######## lif_neuron_scheduler ########
File: src/rtl/lif_pkg.sv
// Shared constants and types for the leaky integrate-and-fire neuron scheduler.
// Optional feature macro: LIF_REFRACTORY_EN (per-neuron refractory counters).
package lif_pkg;

  localparam int LIF_NUM_NEURONS = 4;
  localparam int LIF_WIDTH       = 8;
  localparam int LIF_THRESH      = 100;
  localparam int LIF_ADD         = 5;
  localparam int LIF_LEAK        = 1;
  localparam int LIF_VRESET      = 0;
  localparam int LIF_REFRAC      = 3;

  // Membrane potential word at the default width.
  typedef logic [LIF_WIDTH-1:0] lif_v_t;

  // Counter width able to hold 0..refrac; never narrower than one bit.
  function automatic int lif_refr_width(input int refrac);
    if (refrac > 32'sd0) begin
      return $clog2(refrac + 32'sd1);
    end else begin
      return 32'sd1;
    end
  endfunction

endpackage

File: src/rtl/lif_update_unit.sv
// Combinational LIF update for a single neuron: saturating integrate,
// floored leak, threshold compare and post-fire reset value.
// Refractory suppression arrives as refr_busy (driven only with LIF_REFRACTORY_EN).
module lif_update_unit
  import lif_pkg::*;
#(
  parameter int WIDTH  = LIF_WIDTH,
  parameter int THRESH = LIF_THRESH,
  parameter int ADD    = LIF_ADD,
  parameter int LEAK   = LIF_LEAK,
  parameter int VRESET = LIF_VRESET
) (
  input  logic [WIDTH-1:0] v,
  input  logic             in_eff,
  input  logic             refr_busy,
  output logic [WIDTH-1:0] v_next,
  output logic             fire
);

  localparam logic [WIDTH:0]   add_c    = (WIDTH+1)'(ADD);
  localparam logic [WIDTH:0]   thresh_c = (WIDTH+1)'(THRESH);
  localparam logic [WIDTH-1:0] leak_c   = WIDTH'(LEAK);
  localparam logic [WIDTH-1:0] vreset_c = WIDTH'(VRESET);
  localparam logic [WIDTH-1:0] max_c    = {WIDTH{1'b1}};

  logic [WIDTH:0]   sum_s;
  logic [WIDTH-1:0] cand_s;

  // Candidate potential (integrate or leak), then refractory/fire resolution.
  always_comb begin
    sum_s  = {1'b0, v} + add_c;
    cand_s = v;
    v_next = v;
    fire   = 1'b0;

    if (in_eff) begin
      if (sum_s[WIDTH]) begin
        cand_s = max_c;
      end else begin
        cand_s = sum_s[WIDTH-1:0];
      end
    end else begin
      if (v > leak_c) begin
        cand_s = v - leak_c;
      end else begin
        cand_s = {WIDTH{1'b0}};
      end
    end

    if (refr_busy) begin
      v_next = vreset_c;
      fire   = 1'b0;
    end else if ({1'b0, cand_s} >= thresh_c) begin
      v_next = vreset_c;
      fire   = 1'b1;
    end else begin
      v_next = cand_s;
      fire   = 1'b0;
    end
  end

endmodule

File: src/rtl/lif_neuron_scheduler.sv
// Time-multiplexed LIF controller: one shared update unit serves NUM_NEURONS
// virtual neurons in round-robin order, one per enabled cycle.
// Optional feature macro: LIF_REFRACTORY_EN adds per-neuron refractory counters
// and the REFRAC parameter.
module lif_neuron_scheduler
  import lif_pkg::*;
#(
  parameter int NUM_NEURONS = LIF_NUM_NEURONS,
  parameter int WIDTH       = LIF_WIDTH,
  parameter int THRESH      = LIF_THRESH,
  parameter int ADD         = LIF_ADD,
  parameter int LEAK        = LIF_LEAK,
  parameter int VRESET      = LIF_VRESET
`ifdef LIF_REFRACTORY_EN
  ,
  parameter int REFRAC      = LIF_REFRAC
`endif
) (
  input  logic                           clk,
  input  logic                           rst,
  input  logic                           en,
  input  logic [NUM_NEURONS-1:0]         spike_in,
  output logic [NUM_NEURONS-1:0]         spike_out,
  output logic                           spike_any,
  output logic [$clog2(NUM_NEURONS)-1:0] slot,
  output logic [WIDTH-1:0]               slot_v
);

  localparam int SLOT_W = $clog2(NUM_NEURONS);
  localparam logic [WIDTH-1:0] vreset_c = WIDTH'(VRESET);

  logic [WIDTH-1:0]       v_r [NUM_NEURONS];
  logic [NUM_NEURONS-1:0] pending_r;
  logic [SLOT_W-1:0]      slot_r;
  logic [NUM_NEURONS-1:0] spike_out_r;
  logic                   spike_any_r;
  logic [WIDTH-1:0]       slot_v_r;

  logic [WIDTH-1:0]       v_cur_s;
  logic [WIDTH-1:0]       v_next_s;
  logic                   in_eff_s;
  logic                   refr_busy_s;
  logic                   fire_s;
  logic [NUM_NEURONS-1:0] pending_next_s;
  logic [NUM_NEURONS-1:0] fire_vec_s;

`ifdef LIF_REFRACTORY_EN
  localparam int REFR_W = lif_refr_width(REFRAC);
  localparam logic [REFR_W-1:0] refrac_c = REFR_W'(REFRAC);

  logic [REFR_W-1:0] refr_r [NUM_NEURONS];

  // Refractory state of the serviced neuron.
  always_comb begin
    refr_busy_s = (refr_r[slot_r] != {REFR_W{1'b0}});
  end

  // Refractory counters: count down while busy, reload on a fire.
  always_ff @(posedge clk) begin
    if (rst) begin
      for (int i = 0; i < NUM_NEURONS; i++) begin
        refr_r[i] <= {REFR_W{1'b0}};
      end
    end else if (en) begin
      if (refr_busy_s) begin
        refr_r[slot_r] <= refr_r[slot_r] - REFR_W'(1);
      end else if (fire_s) begin
        refr_r[slot_r] <= refrac_c;
      end
    end
  end
`else
  // Without refractory storage a neuron is never held off.
  always_comb begin
    refr_busy_s = 1'b0;
  end
`endif

  // Select the serviced neuron's potential and effective input.
  always_comb begin
    v_cur_s  = v_r[slot_r];
    in_eff_s = pending_r[slot_r] | spike_in[slot_r];
  end

  lif_update_unit #(
    .WIDTH  (WIDTH),
    .THRESH (THRESH),
    .ADD    (ADD),
    .LEAK   (LEAK),
    .VRESET (VRESET)
  ) u_update (
    .v         (v_cur_s),
    .in_eff    (in_eff_s),
    .refr_busy (refr_busy_s),
    .v_next    (v_next_s),
    .fire      (fire_s)
  );

  // Pending capture for all neurons; the serviced one consumes its event.
  always_comb begin
    pending_next_s = pending_r | spike_in;
    fire_vec_s     = {NUM_NEURONS{1'b0}};
    if (en) begin
      pending_next_s[slot_r] = 1'b0;
      fire_vec_s[slot_r]     = fire_s;
    end else begin
      pending_next_s = pending_r | spike_in;
      fire_vec_s     = {NUM_NEURONS{1'b0}};
    end
  end

  // Neuron state and round-robin pointer.
  always_ff @(posedge clk) begin
    if (rst) begin
      for (int i = 0; i < NUM_NEURONS; i++) begin
        v_r[i] <= vreset_c;
      end
      pending_r <= {NUM_NEURONS{1'b0}};
      slot_r    <= {SLOT_W{1'b0}};
    end else begin
      pending_r <= pending_next_s;
      if (en) begin
        v_r[slot_r] <= v_next_s;
        slot_r      <= slot_r + SLOT_W'(1);
      end
    end
  end

  // Registered fire pulse and last service result.
  always_ff @(posedge clk) begin
    if (rst) begin
      spike_out_r <= {NUM_NEURONS{1'b0}};
      spike_any_r <= 1'b0;
      slot_v_r    <= {WIDTH{1'b0}};
    end else begin
      spike_out_r <= fire_vec_s;
      spike_any_r <= |fire_vec_s;
      if (en) begin
        slot_v_r <= v_next_s;
      end
    end
  end

  assign spike_out = spike_out_r;
  assign spike_any = spike_any_r;
  assign slot      = slot_r;
  assign slot_v    = slot_v_r;

endmodule
File: config.mk
export PLATFORM = sky130hd
export DESIGN_NAME = lif_neuron_scheduler
export DESIGN_NICKNAME = d
export VERILOG_FILES = /design/src/rtl/lif_pkg.sv /design/src/rtl/lif_update_unit.sv /design/src/rtl/lif_neuron_scheduler.sv
export SDC_FILE = /design/constraint.sdc
export NUM_CORES = 1
export LEC_CHECK = 0
export CORE_MARGIN = 2
export CORE_UTILIZATION = 52
export DETAILED_ROUTE_END_ITERATION = 8
export PLACE_DENSITY = 0.75
export SETUP_SLACK_MARGIN = 0.1
export SYNTH_ARGS = -nofsm -noshare
export SYNTH_HDL_FRONTEND = slang
export SYNTH_SLANG_ARGS = --single-unit
export TNS_END_PERCENT = 100
File: constraint.sdc
create_clock -name clk -period 3.3 [get_ports clk]
set_clock_uncertainty 0.15 [all_clocks]
set_input_delay 0.99 -clock clk [delete_from_list [all_inputs] [get_ports clk]]
set_output_delay 0.99 -clock clk [all_outputs]
set_load 0.01 [all_outputs]
######## bram_mac_sequencer_flat ########
===== config.mk =====
export PLATFORM = sky130hd
export DESIGN_NAME = bram_mac_sequencer_flat
export DESIGN_NICKNAME = d
export VERILOG_FILES = /design/src/rtl/bram_mac_if.sv /design/src/rtl/bram_mac_sequencer.sv /design/src/flat_wrapper.sv
export SDC_FILE = /design/constraint.sdc
export NUM_CORES = 1
export LEC_CHECK = 0
export CELL_PAD_IN_SITES_DETAIL_PLACEMENT = 1
export CELL_PAD_IN_SITES_GLOBAL_PLACEMENT = 2
export CORE_UTILIZATION = 34
export DETAILED_ROUTE_END_ITERATION = 10
export PLACE_DENSITY = 0.86
export REMOVE_ABC_BUFFERS = 1
export SYNTH_ARGS = -nofsm -noshare
export SYNTH_HDL_FRONTEND = slang
export SYNTH_SLANG_ARGS = --single-unit

===== constraint.sdc =====
create_clock -name clk -period 4.1 [get_ports clk]
set_input_delay 0.82 -clock clk [delete_from_list [all_inputs] [get_ports clk]]
set_output_delay 0.82 -clock clk [all_outputs]
set_load 0.005 [all_outputs]

===== src/rtl/bram_mac_if.sv =====
// Bundle of the sequencer's job, RAM, multiplier and result signals.
// The master modport is the sequencer's view; slave is the environment's view.
interface bram_mac_if #(
   parameter int unsigned ADDR_W = 3,
   parameter int unsigned ACC_W  = 20
);
   logic              start;
   logic              start_ready;
   logic [ADDR_W-1:0] base_addr;
   logic              rd_en;
   logic [ADDR_W-1:0] rd_addr;
   logic [5:0]        coef_data;
   logic [15:0]       opnd_data;
   logic [15:0]       mult_operand;
   logic [5:0]        mult_coef;
   logic [15:0]       mult_a;
   logic [15:0]       mult_b;
   logic              mult_sign;
   logic              res_valid;
   logic              res_ready;
   logic [ACC_W-1:0]  res_a;
   logic [ACC_W-1:0]  res_b;
   logic              ovf_a;
   logic              ovf_b;
   logic              busy;

   modport master (
      input  start, base_addr, coef_data, opnd_data, mult_a, mult_b, mult_sign, res_ready,
      output start_ready, rd_en, rd_addr, mult_operand, mult_coef, res_valid, res_a, res_b,
             ovf_a, ovf_b, busy
   );

   modport slave (
      output start, base_addr, coef_data, opnd_data, mult_a, mult_b, mult_sign, res_ready,
      input  start_ready, rd_en, rd_addr, mult_operand, mult_coef, res_valid, res_a, res_b,
             ovf_a, ovf_b, busy
   );
endinterface


===== src/rtl/bram_mac_sequencer.sv =====
// Walks TAPS coefficient/operand pairs out of block RAM through an external shift-add
// multiplier and accumulates two saturating signed lane sums for a valid/ready backend.
module bram_mac_sequencer #(
   parameter int unsigned TAPS   = 8,
   parameter int unsigned ADDR_W = 3,
   parameter int unsigned ACC_W  = 20
) (
   input logic        clk,
   input logic        reset,
   bram_mac_if.master bus
);
   localparam int unsigned K_W = (TAPS > 1) ? $clog2(TAPS) : 1;

   typedef enum logic [1:0] {StIdle, StRun, StDrain, StDone} state_e;

   state_e            state_q, state_d;
   logic [K_W-1:0]    k_q, k_d;
   logic [ADDR_W-1:0] base_q, base_d;
   logic              clear;
   logic              issue;
   logic              v1_q, v2_q;
   logic [15:0]       opnd_q;
   logic [5:0]        coef_q;
   logic [ACC_W-1:0]  acc_a_q, acc_b_q;
   logic              ovf_a_q, ovf_b_q;
   logic [ACC_W:0]    add_a, add_b;

   // Returns {saturated, result}; sum formed one bit wider than the accumulator.
   function automatic logic [ACC_W:0] sat_add(input logic [ACC_W-1:0] acc,
                                              input logic [15:0] mag, input logic neg);
      logic [ACC_W:0] term;
      logic [ACC_W:0] sum;
      term = {{(ACC_W - 15){1'b0}}, mag};
      if (neg) term = -term;
      sum = {acc[ACC_W-1], acc} + term;
      if (sum[ACC_W] != sum[ACC_W-1]) begin
         return {1'b1, sum[ACC_W], {(ACC_W - 1){~sum[ACC_W]}}};
      end
      return {1'b0, sum[ACC_W-1:0]};
   endfunction

   always_comb begin
      state_d = state_q;
      k_d     = k_q;
      base_d  = base_q;
      clear   = 1'b0;
      issue   = 1'b0;
      unique case (state_q)
         StIdle: begin
            if (bus.start) begin
               state_d = StRun;
               base_d  = bus.base_addr;
               k_d     = '0;
               clear   = 1'b1;
            end
         end
         StRun: begin
            issue = 1'b1;
            if (k_q == K_W'(TAPS - 1)) state_d = StDrain;
            else k_d = k_q + K_W'(1);
         end
         StDrain: begin
            // No read in flight behind v1, so v2's last add lands on this same edge.
            if (!v1_q) state_d = StDone;
         end
         StDone: begin
            if (bus.res_ready) state_d = StIdle;
         end
         default: state_d = StIdle;
      endcase
   end

   assign add_a = sat_add(acc_a_q, bus.mult_a, bus.mult_sign);
   assign add_b = sat_add(acc_b_q, bus.mult_b, bus.mult_sign);

   always_ff @(posedge clk or posedge reset) begin
      if (reset) begin
         state_q <= StIdle;
         k_q     <= '0;
         base_q  <= '0;
         v1_q    <= 1'b0;
         v2_q    <= 1'b0;
         opnd_q  <= '0;
         coef_q  <= '0;
         acc_a_q <= '0;
         acc_b_q <= '0;
         ovf_a_q <= 1'b0;
         ovf_b_q <= 1'b0;
      end else begin
         state_q <= state_d;
         k_q     <= k_d;
         base_q  <= base_d;
         v1_q    <= issue;
         v2_q    <= v1_q;
         if (v1_q) begin
            opnd_q <= bus.opnd_data;
            coef_q <= bus.coef_data;
         end
         if (clear) begin
            acc_a_q <= '0;
            acc_b_q <= '0;
            ovf_a_q <= 1'b0;
            ovf_b_q <= 1'b0;
         end else if (v2_q) begin
            acc_a_q <= add_a[ACC_W-1:0];
            acc_b_q <= add_b[ACC_W-1:0];
            ovf_a_q <= ovf_a_q | add_a[ACC_W];
            ovf_b_q <= ovf_b_q | add_b[ACC_W];
         end
      end
   end

   assign bus.start_ready  = (state_q == StIdle);
   assign bus.busy         = (state_q != StIdle);
   assign bus.res_valid    = (state_q == StDone);
   assign bus.rd_en        = issue;
   assign bus.rd_addr      = issue ? (base_q + ADDR_W'(k_q)) : '0;
   assign bus.mult_operand = opnd_q;
   assign bus.mult_coef    = coef_q;
   assign bus.res_a        = acc_a_q;
   assign bus.res_b        = acc_b_q;
   assign bus.ovf_a        = ovf_a_q;
   assign bus.ovf_b        = ovf_b_q;
endmodule


===== src/flat_wrapper.sv =====
// flat-port wrapper written by rule: the top's interface ports become plain ports
module bram_mac_sequencer_flat 
#(
   parameter int unsigned TAPS   = 8,
   parameter int unsigned ADDR_W = 3,
   parameter int unsigned ACC_W  = 20
)
  (clk, reset, bus_start, bus_base_addr, bus_coef_data, bus_opnd_data, bus_mult_a, bus_mult_b, bus_mult_sign, bus_res_ready, bus_start_ready, bus_rd_en, bus_rd_addr, bus_mult_operand, bus_mult_coef, bus_res_valid, bus_res_a, bus_res_b, bus_ovf_a, bus_ovf_b, bus_busy);
  bram_mac_if #(.ADDR_W(ADDR_W), .ACC_W(ACC_W)) bus_i ();
  input logic clk;
  input logic reset;
  input wire logic [$bits(bus_i.start)-1:0] bus_start;
  input wire logic [$bits(bus_i.base_addr)-1:0] bus_base_addr;
  input wire logic [$bits(bus_i.coef_data)-1:0] bus_coef_data;
  input wire logic [$bits(bus_i.opnd_data)-1:0] bus_opnd_data;
  input wire logic [$bits(bus_i.mult_a)-1:0] bus_mult_a;
  input wire logic [$bits(bus_i.mult_b)-1:0] bus_mult_b;
  input wire logic [$bits(bus_i.mult_sign)-1:0] bus_mult_sign;
  input wire logic [$bits(bus_i.res_ready)-1:0] bus_res_ready;
  output wire logic [$bits(bus_i.start_ready)-1:0] bus_start_ready;
  output wire logic [$bits(bus_i.rd_en)-1:0] bus_rd_en;
  output wire logic [$bits(bus_i.rd_addr)-1:0] bus_rd_addr;
  output wire logic [$bits(bus_i.mult_operand)-1:0] bus_mult_operand;
  output wire logic [$bits(bus_i.mult_coef)-1:0] bus_mult_coef;
  output wire logic [$bits(bus_i.res_valid)-1:0] bus_res_valid;
  output wire logic [$bits(bus_i.res_a)-1:0] bus_res_a;
  output wire logic [$bits(bus_i.res_b)-1:0] bus_res_b;
  output wire logic [$bits(bus_i.ovf_a)-1:0] bus_ovf_a;
  output wire logic [$bits(bus_i.ovf_b)-1:0] bus_ovf_b;
  output wire logic [$bits(bus_i.busy)-1:0] bus_busy;
  assign bus_i.start = bus_start;
  assign bus_i.base_addr = bus_base_addr;
  assign bus_i.coef_data = bus_coef_data;
  assign bus_i.opnd_data = bus_opnd_data;
  assign bus_i.mult_a = bus_mult_a;
  assign bus_i.mult_b = bus_mult_b;
  assign bus_i.mult_sign = bus_mult_sign;
  assign bus_i.res_ready = bus_res_ready;
  assign bus_start_ready = bus_i.start_ready;
  assign bus_rd_en = bus_i.rd_en;
  assign bus_rd_addr = bus_i.rd_addr;
  assign bus_mult_operand = bus_i.mult_operand;
  assign bus_mult_coef = bus_i.mult_coef;
  assign bus_res_valid = bus_i.res_valid;
  assign bus_res_a = bus_i.res_a;
  assign bus_res_b = bus_i.res_b;
  assign bus_ovf_a = bus_i.ovf_a;
  assign bus_ovf_b = bus_i.ovf_b;
  assign bus_busy = bus_i.busy;
  bram_mac_sequencer #(.TAPS(TAPS), .ADDR_W(ADDR_W), .ACC_W(ACC_W)) u_core (.clk(clk), .reset(reset), .bus(bus_i));
endmodule

### Supply network, bram_mac_sequencer_flat

Pins as bars on the die edge.
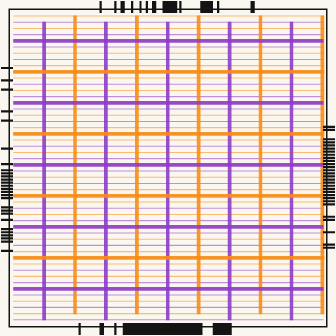
| colour | net |
|---|---|
| orange | VDD |
| purple | VSS |
met1 rails: 50
met4 straps: 10
met5 straps: 9
rows: 49

### Clock wiring as the flow saved it, bram_mac_sequencer_flat

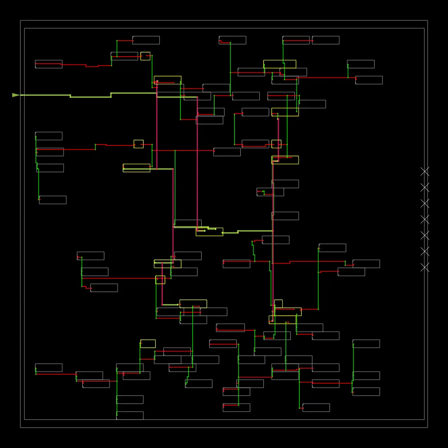
Layout clock buffers: 10
CTS Buf Count: 9
clk sink count: 74

==> results.json, bram_mac_sequencer_flat <==
{
  "nets": 1157,
  "worstPathCellList": "buf_6, or4_4, or3_4, or2_4, or3_4, nand2_4, xnor2_2, ha_1, a21o_1, a21o_1, or3_4, nor3_4, buf_6, nor3b_2, a221o_1, a211oi_2, o221a_1",
  "drv_slew": 0,
  "failed_checks": "design-rule violations, negative setup slack",
  "syn2layout_area_growth_pct": 67.3,
  "power_sequential_mw": 1.62,
  "grt_pass1_wl_um": 41300,
  "cts_tree": "done",
  "clk_latency_ns": 0.35,
  "ys_sh_simple": 0.130,
  "setup_tns_ns": -10.37,
  "antenna_found_initial": 0,
  "wl_met3_um": 975,
  "critPathCaptureType": "flip-flop",
  "critPathTopFamily": "simple AND/OR/NAND/NOR gates",
  "min_to": "u_core.bus.ovf_b$_DFFE_PP0P_",
  "gr-total-overflow": 0,
  "drc": 7,
  "rows": 49,
  "outcome": "finished, violations left",
  "setup_slack_ns": -0.397,
  "finalNonFillerCells": 1271,
  "critPathCapture": "u_core.bus.res_b[18]$_DFFE_PP0P_",
  "pg_comb_mw": 7.36,
  "ctsLongestPathBuffers": 2,
  "synth_top_cell_by_area": "dfrtp_1",
  "synthCells": 699,
  "total_power_mw": 9.85,
  "path_class": "in2reg",
  "fin_util": 0.585,
  "tightest_slew_ns": 1.24,
  "switchingPower_mw": 4.34,
  "clock.fmax_mhz": 222,
  "setup_viol": 42
}
bram_mac_sequencer_flat: worst register-to-register path: stages, from the launching register on:
cell and delay [ns]:
dfrtp_1 0.39, ha_1 0.28, inv_1 0.08, fa_1 0.40, nand2b_1 0.19, a21oi_1 0.20, o211a_1 0.23, buf_4 0.13
o211ai_1 0.18, and4b_1 0.25, a2111oi_2 0.34, buf_4 0.19, nand2_1 0.05, a31oi_1 0.15
bram_mac_sequencer_flat: layout make-up:
class,count,area share
Sequential cell,74,0.174
Multi-Input combinational cell,568,0.462
Clock buffer,10,0.0225
Clock inverter,6,0.00683
Inverter,29,0.0113
Tap cell,229,0.0270
Timing Repair Buffer,355,0.295
bram_mac_sequencer_flat: registers in the layout (all words and copies together) (netlist names):
name	cells
u_core.v2_q	1
u_core.k_q	3
u_core.bus.mult_operand	16
u_core.v1_q	1
u_core.bus.ovf_b	1
u_core.state_q	2
u_core.bus.ovf_a	1
u_core.bus.res_b	20
u_core.bus.res_a	20
u_core.bus.mult_coef	6
u_core.base_q	3
### Cells coloured by class, lif_neuron_scheduler

Scale bar: 20 um.
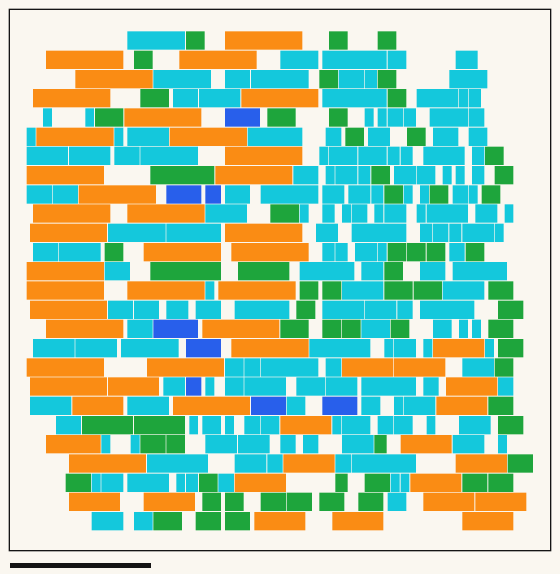
| colour | class | cells |
|---|---|---|
| green | remaining buffers and delay cells | 66 |
| cyan | remaining logic cells | 178 |
| orange | registers | 53 |
| blue | clock drivers and dummy loads | 8 |

### Supply network, lif_neuron_scheduler

Pins as bars on the die edge.
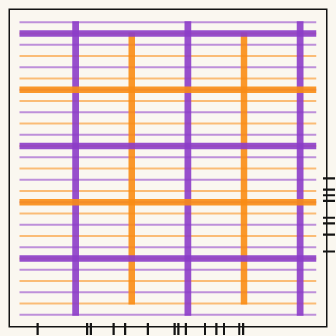
| colour | net |
|---|---|
| purple | VSS |
| orange | VDD |
signal pins: 22
met5 straps: 5

==> results.json, lif_neuron_scheduler <==
{
  "drv_cap": 0,
  "r2r-end": "v_r[1][4]$_SDFFCE_PN0P_",
  "ys_sh_adder": 0.0321,
  "synthArstFlopShare": 0,
  "cp_slowest_stage_delay_ns": 0.54,
  "drt_wl_total_um": 7950,
  "edf_count": 32,
  "wl_met3_um": 474,
  "synth_top_cell_by_area": "edfxtp_1",
  "num_io_pins": 22,
  "tightest_slew_ns": 1.31,
  "worst-path-buf-inv": 4,
  "setup_tns_ns": 0,
  "maxPowerGroup": "combinational cells",
  "switchingPower_mw": 0.840,
  "min_to": "slot_v[5]$_SDFFE_PP0P_",
  "cts.repair.resized": 36,
  "register_area_sq_um": 1380,
  "post_cts_buffers": 5,
  "combPwrFrac": 0.472,
  "clock.fmax_mhz": 307,
  "outcome": "finished, final reports clean",
  "ys_area_sq_um": 2730,
  "hold_path_class": "reg2reg",
  "top_area_frac": 0.352,
  "synthCells": 244
}
-- lif_neuron_scheduler: worst max path at each step --
stage                start                      end  slack, ns  cells after the start
4_1_cts        spike_in[2]  v_r[1][0]$_SDFFCE_PN0P_       0.09                     10
6_report         flip-flop  v_r[1][4]$_SDFFCE_PN0P_       0.05                     11
3_3_place_gp   spike_in[2]  v_r[0][0]$_SDFFCE_PN0P_      -0.41                     11
2_1_floorplan  spike_in[1]  v_r[0][0]$_SDFFCE_PN0P_       0.10                      8
3_5_place_dp   spike_in[2]  v_r[1][0]$_SDFFCE_PN0P_      -0.47                     10
5_1_grt          flip-flop  v_r[1][4]$_SDFFCE_PN0P_      -0.03                     11
-- lif_neuron_scheduler: registers in the layout, summed over array words and instances, names as in the netlist, named ones only --
signal and cells:
v_r 32, spike_any 1, slot_v 8, pending_r 4
spike_out 4, slot 2
-- lif_neuron_scheduler: area by class of cell --
type,count,share of cell area
clock buffer,5,0.0173
clock inverter,3,0.00756
inverter,7,0.00662
multi-input combinational,171,0.437
sequential,53,0.348
tap,70,0.0221
timing repair buffer,66,0.161

==> gallery <==
Clock wires, drivers and flops.
picture 1
Scale bar: 50 um.
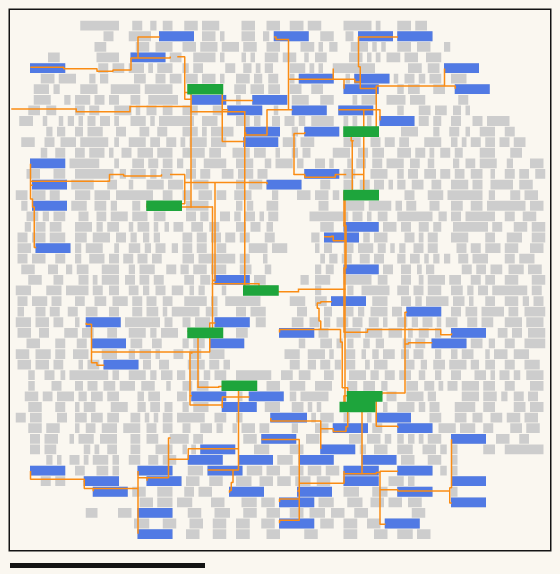
picture 2
Scale bar: 20 um.
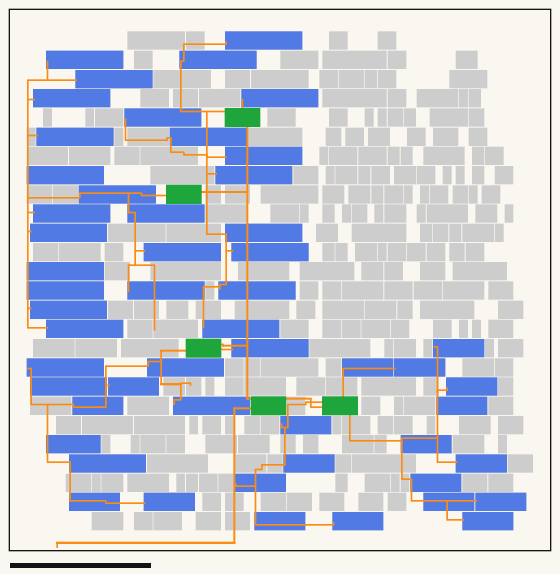
For lif_neuron_scheduler, see picture 2.
For bram_mac_sequencer_flat, see picture 1.
The one with the largest die is picture 1.
The one with the most sequential cells is picture 1.



## Gallery

Wiring by layer.
Only two layers are drawn.
image #1
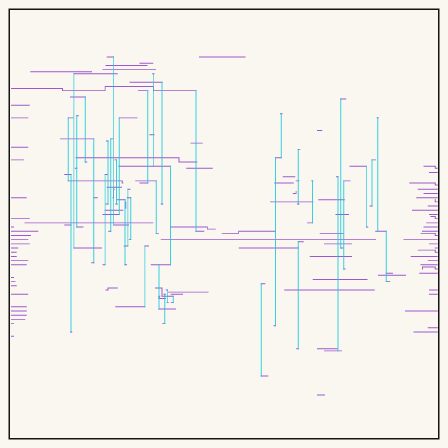
image #2
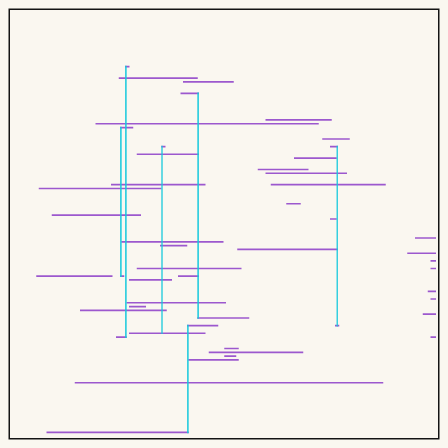
- most wire: image #1
image #1 -> bram_mac_sequencer_flat
image #2 -> lif_neuron_scheduler

Key to image #1:
| colour | layer | wire length |
|---|---|---|
| purple | M3 | 975 um |
| cyan | M4 | 1090 um |

